# ack_window_flat

[config.mk]
export PLATFORM = sky130hd
export DESIGN_NAME = ack_window_flat
export DESIGN_NICKNAME = d
export VERILOG_FILES = /design/src/rtl/ack_window_if.sv /design/src/rtl/ack_window.sv /design/src/flat_wrapper.sv
export SDC_FILE = /design/constraint.sdc
export NUM_CORES = 2
export LEC_CHECK = 0
export CORE_ASPECT_RATIO = 0.7
export CORE_UTILIZATION = 60
export CTS_BUF_LIST = sky130_fd_sc_hd__clkbuf_8
export DETAILED_ROUTE_END_ITERATION = 10
export MAX_ROUTING_LAYER = met4
export PLACE_DENSITY_LB_ADDON = 0.1
export SYNTH_ARGS = -nofsm -noshare
export SYNTH_HDL_FRONTEND = slang
export SYNTH_SLANG_ARGS = --single-unit
[constraint.sdc]
create_clock -name core_clk -period 16 [get_ports core_clk]
set_input_delay 3.2 -clock core_clk [delete_from_list [all_inputs] [get_ports core_clk]]
set_output_delay 3.2 -clock core_clk [all_outputs]
set_load 0.03 [all_outputs]
[src/rtl/ack_window_if.sv]
// Handshake bundle for the ACK history window: store requests from the ACK
// timer, ACK2 lookups, and the lookup response.
interface ack_window_if;
   logic        store_valid_i;
   logic        store_ready_o;
   logic [31:0] store_ackseq_i;
   logic [31:0] store_ackno_i;
   logic        ack2_valid_i;
   logic        ack2_ready_o;
   logic [31:0] ack2_seq_i;
   logic        rsp_valid_o;
   logic        rsp_ready_i;
   logic        rsp_found_o;
   logic [31:0] rsp_ackno_o;
   logic [31:0] rsp_rtt_o;

   // The window itself
   modport slave (
      input  store_valid_i, store_ackseq_i, store_ackno_i,
      input  ack2_valid_i, ack2_seq_i, rsp_ready_i,
      output store_ready_o, ack2_ready_o,
      output rsp_valid_o, rsp_found_o, rsp_ackno_o, rsp_rtt_o
   );

   // The ACK timer / ACK2 parser / RTT consumer side
   modport master (
      output store_valid_i, store_ackseq_i, store_ackno_i,
      output ack2_valid_i, ack2_seq_i, rsp_ready_i,
      input  store_ready_o, ack2_ready_o,
      input  rsp_valid_o, rsp_found_o, rsp_ackno_o, rsp_rtt_o
   );
endinterface

[src/rtl/ack_window.sv]
// Circular history of sent ACKs (seq, ackno, send time). An ACK2 scans from the
// oldest entry, returns ackno + RTT of the first match, and retires it and older.
module ack_window #(
   parameter int DEPTH = 16,
   parameter int AW    = 4
) (
   input  logic          core_clk,
   input  logic          core_rst_n,
   input  logic [63:0]   currtime,
   ack_window_if.slave   bus,
   output logic [AW:0]   win_cnt_o
);

   typedef enum logic [1:0] {IDLE, SEARCH, RESP} state_t;

   state_t        state;
   logic [31:0]   seq_mem   [DEPTH];
   logic [31:0]   ackno_mem [DEPTH];
   logic [63:0]   time_mem  [DEPTH];
   logic [AW-1:0] head, tail, ptr;
   logic [AW:0]   count, scanned;
   logic [31:0]   seq_q;
   logic          rsp_valid, rsp_found;
   logic [31:0]   rsp_ackno, rsp_rtt;
   logic          store_fire, ack2_fire;
   logic [63:0]   rtt_full;

   // Store always wins the IDLE slot; ACK2 waits a cycle if both arrive.
   assign bus.store_ready_o = (state == IDLE);
   assign bus.ack2_ready_o  = (state == IDLE) && !bus.store_valid_i;
   assign store_fire        = bus.store_valid_i && bus.store_ready_o;
   assign ack2_fire         = bus.ack2_valid_i && bus.ack2_ready_o;
   assign rtt_full          = currtime - time_mem[ptr];

   assign bus.rsp_valid_o = rsp_valid;
   assign bus.rsp_found_o = rsp_found;
   assign bus.rsp_ackno_o = rsp_ackno;
   assign bus.rsp_rtt_o   = rsp_rtt;
   assign win_cnt_o       = count;

   always_ff @(posedge core_clk) begin
      if (store_fire) begin
         seq_mem[head]   <= bus.store_ackseq_i;
         ackno_mem[head] <= bus.store_ackno_i;
         time_mem[head]  <= currtime;
      end
   end

   always_ff @(posedge core_clk or negedge core_rst_n) begin
      if (!core_rst_n) begin
         state     <= IDLE;
         head      <= '0;
         tail      <= '0;
         ptr       <= '0;
         count     <= '0;
         scanned   <= '0;
         seq_q     <= '0;
         rsp_valid <= 1'b0;
         rsp_found <= 1'b0;
         rsp_ackno <= '0;
         rsp_rtt   <= '0;
      end else begin
         case (state)
            IDLE: begin
               if (store_fire) begin
                  head <= head + AW'(1);
                  // Full window: the oldest entry is overwritten in place.
                  if (count == (AW+1)'(DEPTH)) tail  <= tail + AW'(1);
                  else                          count <= count + (AW+1)'(1);
               end else if (ack2_fire) begin
                  seq_q   <= bus.ack2_seq_i;
                  ptr     <= tail;
                  scanned <= '0;
                  state   <= SEARCH;
               end
            end
            SEARCH: begin
               if (scanned == count) begin
                  rsp_found <= 1'b0;
                  rsp_ackno <= '0;
                  rsp_rtt   <= '0;
                  rsp_valid <= 1'b1;
                  state     <= RESP;
               end else if (seq_mem[ptr] == seq_q) begin
                  rsp_found <= 1'b1;
                  rsp_ackno <= ackno_mem[ptr];
                  rsp_rtt   <= (rtt_full[63:32] != '0) ? 32'hFFFF_FFFF : rtt_full[31:0];
                  rsp_valid <= 1'b1;
                  // Retire the match together with everything older than it.
                  tail      <= ptr + AW'(1);
                  count     <= count - scanned - (AW+1)'(1);
                  state     <= RESP;
               end else begin
                  ptr     <= ptr + AW'(1);
                  scanned <= scanned + (AW+1)'(1);
               end
            end
            RESP: begin
               if (bus.rsp_ready_i) begin
                  rsp_valid <= 1'b0;
                  state     <= IDLE;
               end
            end
            default: state <= IDLE;
         endcase
      end
   end

endmodule
[src/flat_wrapper.sv]
// flat-port wrapper written by rule: the top's interface ports become plain ports
module ack_window_flat 
#(
   parameter int DEPTH = 16,
   parameter int AW    = 4
)
  (core_clk, core_rst_n, currtime, win_cnt_o, bus_store_valid_i, bus_store_ackseq_i, bus_store_ackno_i, bus_ack2_valid_i, bus_ack2_seq_i, bus_rsp_ready_i, bus_store_ready_o, bus_ack2_ready_o, bus_rsp_valid_o, bus_rsp_found_o, bus_rsp_ackno_o, bus_rsp_rtt_o);
  ack_window_if bus_i ();
  input  logic core_clk;
  input  logic core_rst_n;
  input  logic [63:0] currtime;
  output logic [AW:0] win_cnt_o;
  input wire logic [$bits(bus_i.store_valid_i)-1:0] bus_store_valid_i;
  input wire logic [$bits(bus_i.store_ackseq_i)-1:0] bus_store_ackseq_i;
  input wire logic [$bits(bus_i.store_ackno_i)-1:0] bus_store_ackno_i;
  input wire logic [$bits(bus_i.ack2_valid_i)-1:0] bus_ack2_valid_i;
  input wire logic [$bits(bus_i.ack2_seq_i)-1:0] bus_ack2_seq_i;
  input wire logic [$bits(bus_i.rsp_ready_i)-1:0] bus_rsp_ready_i;
  output wire logic [$bits(bus_i.store_ready_o)-1:0] bus_store_ready_o;
  output wire logic [$bits(bus_i.ack2_ready_o)-1:0] bus_ack2_ready_o;
  output wire logic [$bits(bus_i.rsp_valid_o)-1:0] bus_rsp_valid_o;
  output wire logic [$bits(bus_i.rsp_found_o)-1:0] bus_rsp_found_o;
  output wire logic [$bits(bus_i.rsp_ackno_o)-1:0] bus_rsp_ackno_o;
  output wire logic [$bits(bus_i.rsp_rtt_o)-1:0] bus_rsp_rtt_o;
  assign bus_i.store_valid_i = bus_store_valid_i;
  assign bus_i.store_ackseq_i = bus_store_ackseq_i;
  assign bus_i.store_ackno_i = bus_store_ackno_i;
  assign bus_i.ack2_valid_i = bus_ack2_valid_i;
  assign bus_i.ack2_seq_i = bus_ack2_seq_i;
  assign bus_i.rsp_ready_i = bus_rsp_ready_i;
  assign bus_store_ready_o = bus_i.store_ready_o;
  assign bus_ack2_ready_o = bus_i.ack2_ready_o;
  assign bus_rsp_valid_o = bus_i.rsp_valid_o;
  assign bus_rsp_found_o = bus_i.rsp_found_o;
  assign bus_rsp_ackno_o = bus_i.rsp_ackno_o;
  assign bus_rsp_rtt_o = bus_i.rsp_rtt_o;
  ack_window #(.DEPTH(DEPTH), .AW(AW)) u_core (.core_clk(core_clk), .core_rst_n(core_rst_n), .currtime(currtime), .bus(bus_i), .win_cnt_o(win_cnt_o));
endmodule
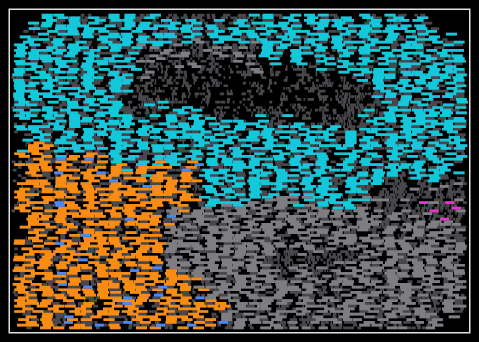
ack_window_flat: sequential cells grouped by signal name
(1 px per um) Other sequential cells in the stronger gray, the rest of the logic in the fainter gray.
| name in the netlist | color | placed flops |
|---|---|---|
| `u_core.time_mem` | cyan | 1,024 |
| `u_core.scanned` | magenta | 5 |
| `u_core.ackno_mem` | orange | 512 |
| `u_core.bus.rsp_ackno_o` | blue | 32 |
not colored: 597
end-of-flow core utilization: 68.46%
total sequential power: 6.96 mW
sequential portion of the cell area: 65.50%

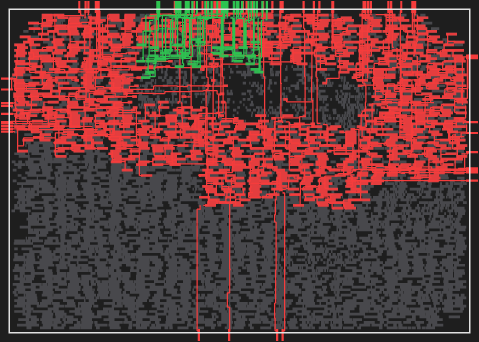
ack_window_flat: I/O nets highlighted
(1 px per um)
| port | color | bits | direction | end cells | wire |
|---|---|---|---|---|---|
| `bus_rsp_rtt_o` | green | 32 | output | 32 | 2,070 um |
| `currtime` | red | 64 | input | 1,092 | 15,600 um |
# port buffers: 237
number of placed I/O pins: 238

==> run summary <==
The full implementation flow was run.

In the power breakdown, the internal column shows 11.32 mW. The count of placed standard cells including taps stands at 6,365. The flow ran to the end, and the final reports show no timing, DRC or antenna violations.

In this run the layout overhead on the synthesized area is reported as 12.37%. Per the detail_route report, routed wire per instance is 31.10 um. After layout, the worst setup slack is 7.881 ns. STA classifies the critical path endpoint as a flop. Counting flops with a built-in enable in the synthesized netlist gives 2,048. The cell area that synthesis handed to floorplanning was 87,720 um2. The routed length on met3 stands at 21,150 um. The synthesis stats list as the most numerous cell sky130_fd_sc_hd__edfxtp_1. Among logic cells in the layout, the one with the most instances is sky130_fd_sc_hd__edfxtp_1. The synthesized chip area reported by yosys stands at 87,720 um2.

The area fraction in mux cells stands at 16.39%. The most used flip-flop cell after synthesis is sky130_fd_sc_hd__edfxtp_1. The analysis attributes to net switching a power of 5.719 mW.

# issue_scoreboard

issue_scoreboard, I/O nets highlighted:
(3 px per um)
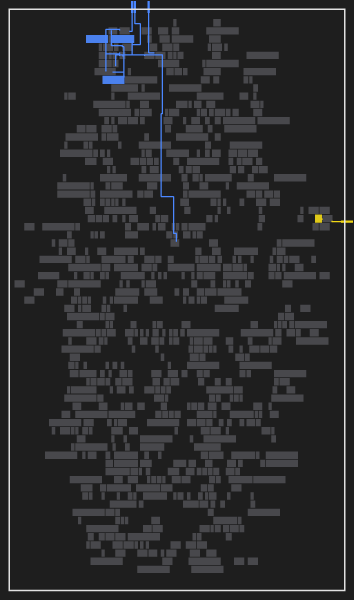
[src/rtl/issue_scoreboard.sv]
`default_nettype none
// ============================================================================
// Module  : issue_scoreboard
// Brief   : Decode-to-execute issue control with per-register pending-write
//           counters, RAW/WAW/window stalls, CSR serialisation and branch hold.
// Rev     : 1.0
// ============================================================================
module issue_scoreboard #(
    parameter int CNT_W   = 2,
    parameter int MAX_OUT = 4,
    parameter int OUT_W   = 3
) (
    input  logic             clock,
    input  logic             reset,
    input  logic             dec_valid,
    output logic             dec_ready,
    input  logic [4:0]       dec_rd,
    input  logic [4:0]       dec_rs1,
    input  logic [4:0]       dec_rs2,
    input  logic             dec_s_branch,
    input  logic             dec_s_jump,
    input  logic             dec_s_csr,
    output logic             issue_valid,
    input  logic             issue_ready,
    input  logic             br_resolve,
    input  logic             wb_valid,
    input  logic [4:0]       wb_rd,
    output logic [OUT_W-1:0] outstanding,
    output logic             busy,
    output logic             wb_err
);

    typedef enum logic [1:0] {
        RUN     = 2'd0,
        BR_WAIT = 2'd1,
        SERIAL  = 2'd2
    } state_t;

    localparam logic [CNT_W-1:0] c_cnt_full = '1;
    localparam logic [OUT_W-1:0] c_max_out  = OUT_W'(MAX_OUT);

    state_t           r_state;
    state_t           w_state_next;
    logic [CNT_W-1:0] r_pend [32];
    logic [OUT_W-1:0] r_outstanding;
    logic             r_wb_err;

    logic [CNT_W-1:0] w_pend_rs1;
    logic [CNT_W-1:0] w_pend_rs2;
    logic [CNT_W-1:0] w_pend_rd;
    logic [CNT_W-1:0] w_pend_wb;
    logic             w_can_issue;
    logic             w_fire;
    logic             w_fire_trk;
    logic             w_wb_hit;
    logic             w_wb_miss;

    // x0 reads as zero regardless of the (never written) entry 0
    always_comb begin
        w_pend_rs1 = (dec_rs1 != 5'd0) ? r_pend[dec_rs1] : '0;
        w_pend_rs2 = (dec_rs2 != 5'd0) ? r_pend[dec_rs2] : '0;
        w_pend_rd  = (dec_rd  != 5'd0) ? r_pend[dec_rd]  : '0;
        w_pend_wb  = (wb_rd   != 5'd0) ? r_pend[wb_rd]   : '0;
    end

    assign w_can_issue = !reset
                       && (r_state == RUN)
                       && (w_pend_rs1 == '0)
                       && (w_pend_rs2 == '0)
                       && ((dec_rd == 5'd0) || (w_pend_rd != c_cnt_full))
                       && ((dec_rd == 5'd0) || (r_outstanding < c_max_out))
                       && (!dec_s_csr || (r_outstanding == '0));

    assign issue_valid = dec_valid & w_can_issue;
    assign dec_ready   = w_can_issue & issue_ready;
    assign w_fire      = dec_valid & dec_ready;
    assign w_fire_trk  = w_fire && (dec_rd != 5'd0);
    assign w_wb_hit    = wb_valid && (wb_rd != 5'd0) && (w_pend_wb != '0);
    assign w_wb_miss   = wb_valid && (wb_rd != 5'd0) && (w_pend_wb == '0);

    // A fire and a retire on the same register cancel out
    always_ff @(posedge clock) begin
        if (reset) begin
            for (int i = 0; i < 32; i++) begin
                r_pend[i] <= '0;
            end
            r_outstanding <= '0;
            r_wb_err      <= 1'b0;
        end else begin
            for (int i = 1; i < 32; i++) begin
                if (w_fire_trk && (dec_rd == 5'(i)) && !(w_wb_hit && (wb_rd == 5'(i)))) begin
                    r_pend[i] <= r_pend[i] + 1'b1;
                end else if (w_wb_hit && (wb_rd == 5'(i)) && !(w_fire_trk && (dec_rd == 5'(i)))) begin
                    r_pend[i] <= r_pend[i] - 1'b1;
                end
            end
            if (w_fire_trk && !w_wb_hit) begin
                r_outstanding <= r_outstanding + 1'b1;
            end else if (w_wb_hit && !w_fire_trk) begin
                r_outstanding <= r_outstanding - 1'b1;
            end
            if (w_wb_miss) begin
                r_wb_err <= 1'b1;
            end
        end
    end

    always_ff @(posedge clock) begin
        if (reset) begin
            r_state <= RUN;
        end else begin
            r_state <= w_state_next;
        end
    end

    // Control transfers win over CSR when both flags are set
    always_comb begin
        w_state_next = r_state;
        case (r_state)
            RUN: begin
                if (w_fire && (dec_s_branch || dec_s_jump)) begin
                    w_state_next = BR_WAIT;
                end else if (w_fire && dec_s_csr) begin
                    w_state_next = SERIAL;
                end
            end
            BR_WAIT: begin
                if (br_resolve) begin
                    w_state_next = RUN;
                end
            end
            SERIAL: begin
                if (r_outstanding == '0) begin
                    w_state_next = RUN;
                end
            end
            default: w_state_next = RUN;
        endcase
    end

    assign outstanding = r_outstanding;
    assign busy        = (r_outstanding != '0);
    assign wb_err      = r_wb_err;

endmodule
`default_nettype wire
[config.mk]
export PLATFORM = sky130hd
export DESIGN_NAME = issue_scoreboard
export DESIGN_NICKNAME = d
export VERILOG_FILES = /design/src/rtl/issue_scoreboard.sv
export SDC_FILE = /design/constraint.sdc
export NUM_CORES = 1
export LEC_CHECK = 0
export CAP_MARGIN = 10
export CORE_ASPECT_RATIO = 1.75
export CORE_UTILIZATION = 30
export DETAILED_ROUTE_END_ITERATION = 10
export PLACE_DENSITY = 0.51
export SLEW_MARGIN = 20
export SYNTH_ARGS = -nofsm -noshare
export SYNTH_HDL_FRONTEND = slang
export SYNTH_SLANG_ARGS = --single-unit
[constraint.sdc]
create_clock -name clock -period 12.1 [get_ports clock]
set_input_delay 2.42 -clock clock [delete_from_list [all_inputs] [get_ports clock]]
set_output_delay 2.42 -clock clock [all_outputs]
set_load 0.05 [all_outputs]
==> run summary <==
The full implementation flow was run.

The maximum level of the CTS H-tree stands at 3. The DRC violation count after routing stands at 2. The relative contribution of the clock network to total power stands at 36.8%. After Yosys synthesis, AND-OR and OR-AND compound gates account for 15.32% of the synthesized area. In this run the worst setup path terminates at dec_ready. Per the placement report, the placed cell count is 930. The cell type that accounts for the most area after synthesis is sky130_fd_sc_hd__edfxtp_1. At the floorplan stage, the core utilization is reported as 30.78%. The clock buffer and inverter area fraction after layout stands at 4.211%. The most used flip-flop cell after synthesis is sky130_fd_sc_hd__edfxtp_1. The die covers 21,510 um2. The average detailed-routed wire length per instance stands at 25.39 um. The area fraction in mux cells stands at 12.73%.

The count of mapped cells out of synthesis stands at 693. The number of max-cap violations stands at 0. The final reports fail on DRC. The critical path goes through clkdlybuf4s50_1, nor3_1, nand2_1, a221oi_1, nand4_1, nor2_4, and2_1, clkdlybuf4s50_1. The synthesis report lists the Yosys warning total as 0. For the worst reg-to-reg path, the endpoint reported by OpenROAD is r_pend[19][0]. In this run, power in the clock network comes to 0.272 mW. The flow ran to the end, but the final reports show violations.
## Picture notes: 'I/O nets highlighted' of issue_scoreboard
| port | color | bits | direction | end cells | wire |
|---|---|---|---|---|---|
| `outstanding` | blue | 3 | output | 3 | 181 um |
| `issue_valid` | yellow | 1 | output | 1 | 4.10 um |
number of placed I/O pins: 36
# port buffers: 35


# uart_hex_reporter

uart_hex_reporter, I/O nets highlighted:
(10 px per um)
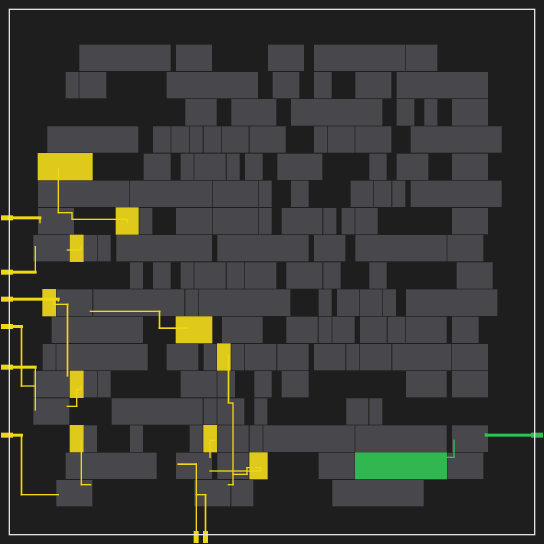
$ cat src/rtl/uart_hex_reporter_pkg.sv
// Shared ASCII constants and FSM state type for the hex reporter.
package uart_hex_reporter_pkg;

    localparam logic [7:0] ASCII_0       = 8'h30;
    localparam logic [7:0] ASCII_UPPER_A = 8'h41;
    localparam logic [7:0] ASCII_LOWER_A = 8'h61;
    localparam logic [7:0] ASCII_CR      = 8'h0D;
    localparam logic [7:0] ASCII_LF      = 8'h0A;

    typedef enum logic [1:0] {
        IDLE = 2'd0,
        SEND = 2'd1,
        WAIT = 2'd2
    } state_t;

endpackage

$ cat src/rtl/nibble_to_ascii.sv
// Combinational 4-bit value to ASCII hex digit.
module nibble_to_ascii
    import uart_hex_reporter_pkg::*;
#(
    parameter int UPPERCASE = 1
) (
    input  logic [3:0] i_nibble,
    output logic [7:0] o_ascii
);

    logic [7:0] w_alpha_base;

    assign w_alpha_base = (UPPERCASE != 0) ? ASCII_UPPER_A : ASCII_LOWER_A;

    always_comb begin
        if (i_nibble <= 4'd9)
            o_ascii = ASCII_0 + {4'd0, i_nibble};
        else
            o_ascii = w_alpha_base + {4'd0, i_nibble} - 8'd10;
    end

endmodule

$ cat src/rtl/uart_hex_reporter.sv
// Turns an accepted byte into two ASCII hex digits (plus optional CR LF)
// and feeds them one at a time into the UART transmitter handshake.
module uart_hex_reporter
    import uart_hex_reporter_pkg::*;
#(
    parameter int APPEND_CRLF = 1,
    parameter int UPPERCASE   = 1
) (
    input  logic       i_clk,
    input  logic       i_rst_n,
    input  logic [7:0] i_byte,
    input  logic       i_byte_valid,
    output logic       o_byte_ready,
    output logic [7:0] o_tx_byte,
    output logic       o_tx_dv,
    input  logic       i_tx_active,
    input  logic       i_tx_done,
    output logic       o_busy
);

    localparam logic [1:0] LAST_IDX = (APPEND_CRLF != 0) ? 2'd3 : 2'd1;

    state_t     r_state, w_state_nxt;
    logic [1:0] r_idx, w_idx_nxt;
    logic [7:0] r_byte, w_byte_nxt;
    logic [7:0] r_tx_byte;
    logic       r_ready, r_busy, r_tx_dv;
    logic       w_load;
    logic [3:0] w_nibble;
    logic [7:0] w_ascii, w_char;

    always_ff @(posedge i_clk or negedge i_rst_n) begin
        if (!i_rst_n) r_state <= IDLE;
        else          r_state <= w_state_nxt;
    end

    // A done pulse outside WAIT is stale and deliberately ignored; in WAIT it
    // outranks i_tx_active.
    always_comb begin
        w_state_nxt = r_state;
        w_idx_nxt   = r_idx;
        w_byte_nxt  = r_byte;
        w_load      = 1'b0;
        case (r_state)
            IDLE: begin
                if (i_byte_valid && r_ready) begin
                    w_state_nxt = SEND;
                    w_idx_nxt   = 2'd0;
                    w_byte_nxt  = i_byte;
                    w_load      = 1'b1;
                end
            end
            SEND: begin
                if (i_tx_active) w_state_nxt = WAIT;
            end
            WAIT: begin
                if (i_tx_done) begin
                    if (r_idx == LAST_IDX) begin
                        w_state_nxt = IDLE;
                    end else begin
                        w_state_nxt = SEND;
                        w_idx_nxt   = r_idx + 2'd1;
                        w_load      = 1'b1;
                    end
                end
            end
            default: w_state_nxt = IDLE;
        endcase
    end

    // The character for the upcoming index is prepared from next-state values
    // so it is already registered on the first SEND cycle.
    assign w_nibble = (w_idx_nxt == 2'd0) ? w_byte_nxt[7:4] : w_byte_nxt[3:0];

    nibble_to_ascii #(.UPPERCASE(UPPERCASE)) u_hex (
        .i_nibble (w_nibble),
        .o_ascii  (w_ascii)
    );

    always_comb begin
        case (w_idx_nxt)
            2'd0, 2'd1: w_char = w_ascii;
            2'd2:       w_char = ASCII_CR;
            default:    w_char = ASCII_LF;
        endcase
    end

    always_ff @(posedge i_clk or negedge i_rst_n) begin
        if (!i_rst_n) begin
            r_idx     <= 2'd0;
            r_byte    <= 8'h00;
            r_tx_byte <= 8'h00;
            r_ready   <= 1'b0;
            r_busy    <= 1'b0;
            r_tx_dv   <= 1'b0;
        end else begin
            r_idx   <= w_idx_nxt;
            r_byte  <= w_byte_nxt;
            r_ready <= (w_state_nxt == IDLE);
            r_busy  <= (w_state_nxt != IDLE);
            r_tx_dv <= (w_state_nxt == SEND);
            if (w_load) r_tx_byte <= w_char;
        end
    end

    assign o_byte_ready = r_ready;
    assign o_busy       = r_busy;
    assign o_tx_dv      = r_tx_dv;
    assign o_tx_byte    = r_tx_byte;

endmodule

$ cat config.mk
export PLATFORM = sky130hd
export DESIGN_NAME = uart_hex_reporter
export DESIGN_NICKNAME = d
export VERILOG_FILES = /design/src/rtl/uart_hex_reporter_pkg.sv /design/src/rtl/nibble_to_ascii.sv /design/src/rtl/uart_hex_reporter.sv
export SDC_FILE = /design/constraint.sdc
export NUM_CORES = 1
export LEC_CHECK = 0
export CORE_MARGIN = 2
export CORE_UTILIZATION = 53
export CTS_BUF_LIST = sky130_fd_sc_hd__clkbuf_2
export DETAILED_ROUTE_END_ITERATION = 10
export GPL_TIMING_DRIVEN = 0
export PLACE_DENSITY_LB_ADDON = 0.2
export SYNTH_ARGS = -nofsm -noshare
export SYNTH_HDL_FRONTEND = slang
export SYNTH_SLANG_ARGS = --single-unit
export TNS_END_PERCENT = 50
$ cat constraint.sdc
create_clock -name i_clk -period 3.3 [get_ports i_clk]
set_input_delay 0.66 -clock i_clk [delete_from_list [all_inputs] [get_ports i_clk]]
set_output_delay 0.66 -clock i_clk [all_outputs]
set_load 0.01 [all_outputs]
==> run summary <==
The full implementation flow was run.

The sum of met2 wire segment lengths after detailed routing stands at 1158 um. The number of antenna violations at the first check in global routing is 0. The flip-flop count of the largest register after layout stands at 8.

In the synthesized netlist, the number of instances is 124. The post-synthesis register bit count stands at 22. The post-synth count of flops with an enable pin is 0. The flow ran to the end, and the final reports show no timing, DRC or antenna violations. The maximum level of the CTS H-tree stands at 1. The sequential cell area stands at 550.5 um2. STA classifies the critical path endpoint as a flop. The switching part of the total stands at 42.95%. The final setup TNS stands at 0 ns.

In this run the critical register-to-register path is launched from r_state[1]. The worst setup path is launched from an input pin. The critical path is of the in2reg type. Detailed placement finished with a half-perimeter wire length of 1827 um.

CTS added clock buffers totalling 3. TritonCTS built the clock tree.
Notes on 'I/O nets highlighted' of uart_hex_reporter above:
| port | color | bits | direction | end cells | wire |
|---|---|---|---|---|---|
| `o_busy` | green | 1 | output | 1 | 7.20 um |
| `i_byte` | yellow | 8 | input | 10 | 117 um |
number of placed I/O pins: 24
# port buffers: 22


# avalon_write_buffer

avalon_write_buffer, clock nets:
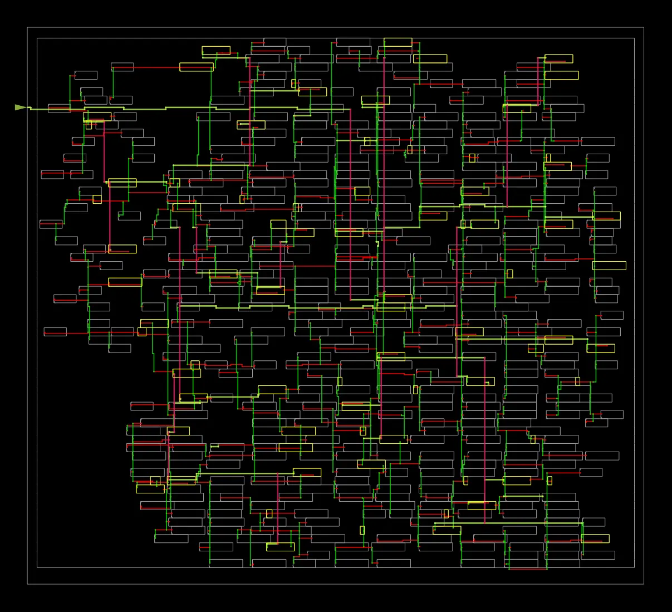
avalon_write_buffer, I/O nets highlighted:
(2 px per um)
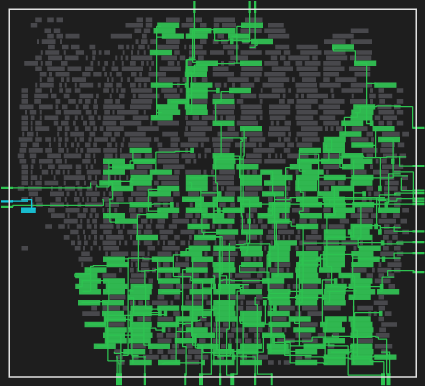
File: config.mk
export PLATFORM = sky130hd
export DESIGN_NAME = avalon_write_buffer
export DESIGN_NICKNAME = d
export VERILOG_FILES = /design/src/rtl/avalon_pkg.sv /design/src/rtl/sync_fifo.sv /design/src/rtl/avalon_write_buffer.sv
export SDC_FILE = /design/constraint.sdc
export NUM_CORES = 1
export LEC_CHECK = 0
export CELL_PAD_IN_SITES_DETAIL_PLACEMENT = 1
export CELL_PAD_IN_SITES_GLOBAL_PLACEMENT = 1
export CORE_ASPECT_RATIO = 0.9
export CORE_MARGIN = 3
export CORE_UTILIZATION = 50
export CTS_CLUSTER_DIAMETER = 150
export DETAILED_ROUTE_END_ITERATION = 12
export GPL_TIMING_DRIVEN = 0
export PLACE_DENSITY = 0.9
export SLEW_MARGIN = 0
export SYNTH_ARGS = -nofsm -noshare
export SYNTH_HDL_FRONTEND = slang
export SYNTH_HIERARCHICAL = 1
export SYNTH_SLANG_ARGS = --single-unit
File: constraint.sdc
create_clock -name clk -period 10.4 [get_ports clk]
set_clock_uncertainty 0.2 [all_clocks]
set_input_delay 2.08 -clock clk [delete_from_list [all_inputs] [get_ports clk]]
set_output_delay 2.08 -clock clk [all_outputs]
set_load 0.02 [all_outputs]
File: src/rtl/avalon_pkg.sv
// Shared types and widths for the Avalon slave datapath.
// Burst FSM encoding and address/data widths.
package avalon_pkg;

  localparam int ADDR_W = 11;
  localparam int DATA_W = 32;
  localparam int BCNT_W = 10;
  localparam logic [ADDR_W-1:0] MAXADDR = 11'h62C;

  typedef enum logic [1:0] {
    IDLE,
    BURST,
    BDONE
  } burst_state_t;

endpackage

File: src/rtl/sync_fifo.sv
// Synchronous FIFO whose head sits in a register,
// with first-word fall-through into that register.
module sync_fifo #(
  parameter int DEPTH = 8,
  parameter int WIDTH = 8
) (
  input  logic                     clk,
  input  logic                     rst,
  input  logic                     push,
  input  logic                     pop,
  input  logic [WIDTH-1:0]         din,
  output logic [WIDTH-1:0]         dout,
  output logic                     valid,
  output logic                     empty,
  output logic [$clog2(DEPTH):0]   count
);

  localparam int AW = $clog2(DEPTH);
  localparam int CW = AW + 1;

  logic [WIDTH-1:0] mem [DEPTH];
  logic [AW-1:0]    wr_ptr;
  logic [AW-1:0]    rd_ptr;
  logic [AW-1:0]    rd_n;
  logic [CW-1:0]    cnt_n;
  logic             full;
  logic             do_push;
  logic             do_pop;

  assign full  = (count == CW'(DEPTH));
  assign empty = (count == '0);

  always_comb begin
    do_pop  = pop & valid;
    do_push = push & (~full | do_pop);
    rd_n    = rd_ptr + AW'(do_pop);
    cnt_n   = count + CW'(do_push) - CW'(do_pop);
  end

  always_ff @(posedge clk) begin
    if (do_push) mem[wr_ptr] <= din;
  end

  // Head register picks up the next entry, bypassing
  // the array when that entry is being written now.
  always_ff @(posedge clk) begin
    if (rst) begin
      wr_ptr <= '0;
      rd_ptr <= '0;
      count  <= '0;
      valid  <= 1'b0;
      dout   <= '0;
    end else begin
      if (do_push) wr_ptr <= wr_ptr + AW'(1);
      rd_ptr <= rd_n;
      count  <= cnt_n;
      valid  <= (cnt_n != '0);
      if (cnt_n != '0) begin
        if (do_push && (wr_ptr == rd_n)) dout <= din;
        else                             dout <= mem[rd_n];
      end
    end
  end

endmodule

File: src/rtl/avalon_write_buffer.sv
// Write buffer between the Avalon slave controller and SRAM:
// burst address generation, beat FIFO and drain handshake.
module avalon_write_buffer
  import avalon_pkg::*;
#(
  parameter int DEPTH = 8,
  parameter int AW    = ADDR_W,
  parameter int DW    = DATA_W,
  parameter int BW    = BCNT_W
) (
  input  logic          clk,
  input  logic          rst,
  input  logic          burst_start,
  input  logic [AW-1:0] burst_base,
  input  logic [BW-1:0] burst_len,
  input  logic          w_ena,
  input  logic          count_ena,
  input  logic [AW-1:0] address,
  input  logic [DW-1:0] writedata,
  output logic          done_burst,
  output logic          full,
  output logic          overflow_err,
  output logic          mem_wr_valid,
  input  logic          mem_wr_ready,
  output logic [AW-1:0] mem_addr,
  output logic [DW-1:0] mem_wdata
);

  localparam int CW = $clog2(DEPTH) + 1;

  burst_state_t    state;
  logic [AW-1:0]   base;
  logic [BW-1:0]   len;
  logic [BW-1:0]   beat_cnt;
  logic            in_burst;
  logic            push_req;
  logic            pop;
  logic            accept;
  logic            last_beat;
  logic [AW-1:0]   push_addr;
  logic [CW-1:0]   fifo_count;
  logic            fifo_empty;

  always_comb begin
    in_burst  = (state == BURST);
    push_req  = in_burst ? count_ena : w_ena;
    push_addr = in_burst ? AW'(base + AW'(beat_cnt)) : address;
    full      = (fifo_count == CW'(DEPTH));
    pop       = mem_wr_ready & ~fifo_empty;
    accept    = push_req & (~full | pop);
    last_beat = (beat_cnt + BW'(1)) == len;
  end

  sync_fifo #(
    .DEPTH (DEPTH),
    .WIDTH (AW + DW)
  ) u_fifo (
    .clk   (clk),
    .rst   (rst),
    .push  (push_req),
    .pop   (pop),
    .din   ({push_addr, writedata}),
    .dout  ({mem_addr, mem_wdata}),
    .valid (mem_wr_valid),
    .empty (fifo_empty),
    .count (fifo_count)
  );

  always_ff @(posedge clk) begin
    if (rst) begin
      state        <= IDLE;
      base         <= '0;
      len          <= '0;
      beat_cnt     <= '0;
      done_burst   <= 1'b0;
      overflow_err <= 1'b0;
    end else begin
      if (push_req && !accept) overflow_err <= 1'b1;
      if (burst_start) begin
        state      <= BURST;
        base       <= burst_base;
        len        <= (burst_len == '0) ? BW'(1) : burst_len;
        beat_cnt   <= '0;
        done_burst <= 1'b0;
      end else begin
        unique case (1'b1)
          state == BURST: begin
            if (accept) begin
              beat_cnt <= beat_cnt + BW'(1);
              if (last_beat) begin
                state      <= BDONE;
                done_burst <= 1'b1;
              end
            end
          end
          state == BDONE: begin
            if (!w_ena && !count_ena) begin
              state      <= IDLE;
              done_burst <= 1'b0;
            end
          end
          default: ;
        endcase
      end
    end
  end

endmodule

==> run summary <==
The full implementation flow was run.

In this run the VDD rail shows a maximum IR drop of 142.1 uV. The top cell types in the final layout, fill and taps aside, are 344 x sky130_fd_sc_hd__edfxtp_1, 115 x sky130_fd_sc_hd__clkdlybuf4s50_1, 103 x sky130_fd_sc_hd__a21oi_1. The average instance area after synthesis stands at 16.93 um2. The post-detailed-routing wire length stands at 50,620 um. The number of optimization iterations in the first detailed-route pass stands at 5. In the synthesized netlist the dominant register cell turns out to be sky130_fd_sc_hd__edfxtp_1. In the final timing run, aggregate negative setup slack is 0 ns. For this run, the number of standard cells in the final layout without fillers is 1,729. TritonCTS built the clock tree.

The worst path uses 67.67% of the clock period. The data arrival at the endpoint of the critical path stands at 7.30 ns. Leaving out the clock tree, the finished layout contains an inverter count of 11. In this run the remaining antenna-violating nets after routing total 0.

The run finished with clean final reports. The switching part of the total stands at 33.09%. Global routing used 27.41% of the available tracks across all layers.
About 'clock nets' of avalon_write_buffer:
clock buffer count: 52
clock-net power: 1.64 mW
number of buffers inserted during clock tree synthesis: 43
clk latency late pin: 0.56 ns

About 'I/O nets highlighted' of avalon_write_buffer:
| port | color | bits | direction | end cells | wire |
|---|---|---|---|---|---|
| `writedata` | green | 32 | input | 288 | 4,570 um |
| `overflow_err` | cyan | 1 | output | 1 | 20.0 um |
# port buffers: 115
number of placed I/O pins: 117



==> screenshots <==
Sequential cells grouped by signal name.
panel A
(1.5 px per um) Other sequential cells in the stronger gray, the rest of the logic in the fainter gray.
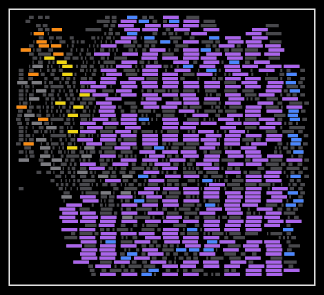
panel B
(6 px per um) Other sequential cells in the stronger gray, the rest of the logic in the fainter gray.
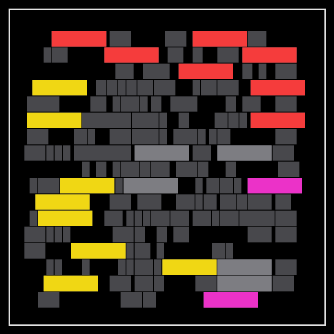
panel C
(2 px per um) Other sequential cells in the stronger gray, the rest of the logic in the fainter gray.
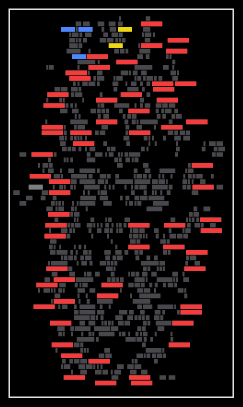
avalon_write_buffer -> panel A
issue_scoreboard -> panel C
uart_hex_reporter -> panel B

Power is estimated from default activity; no workload was simulated.
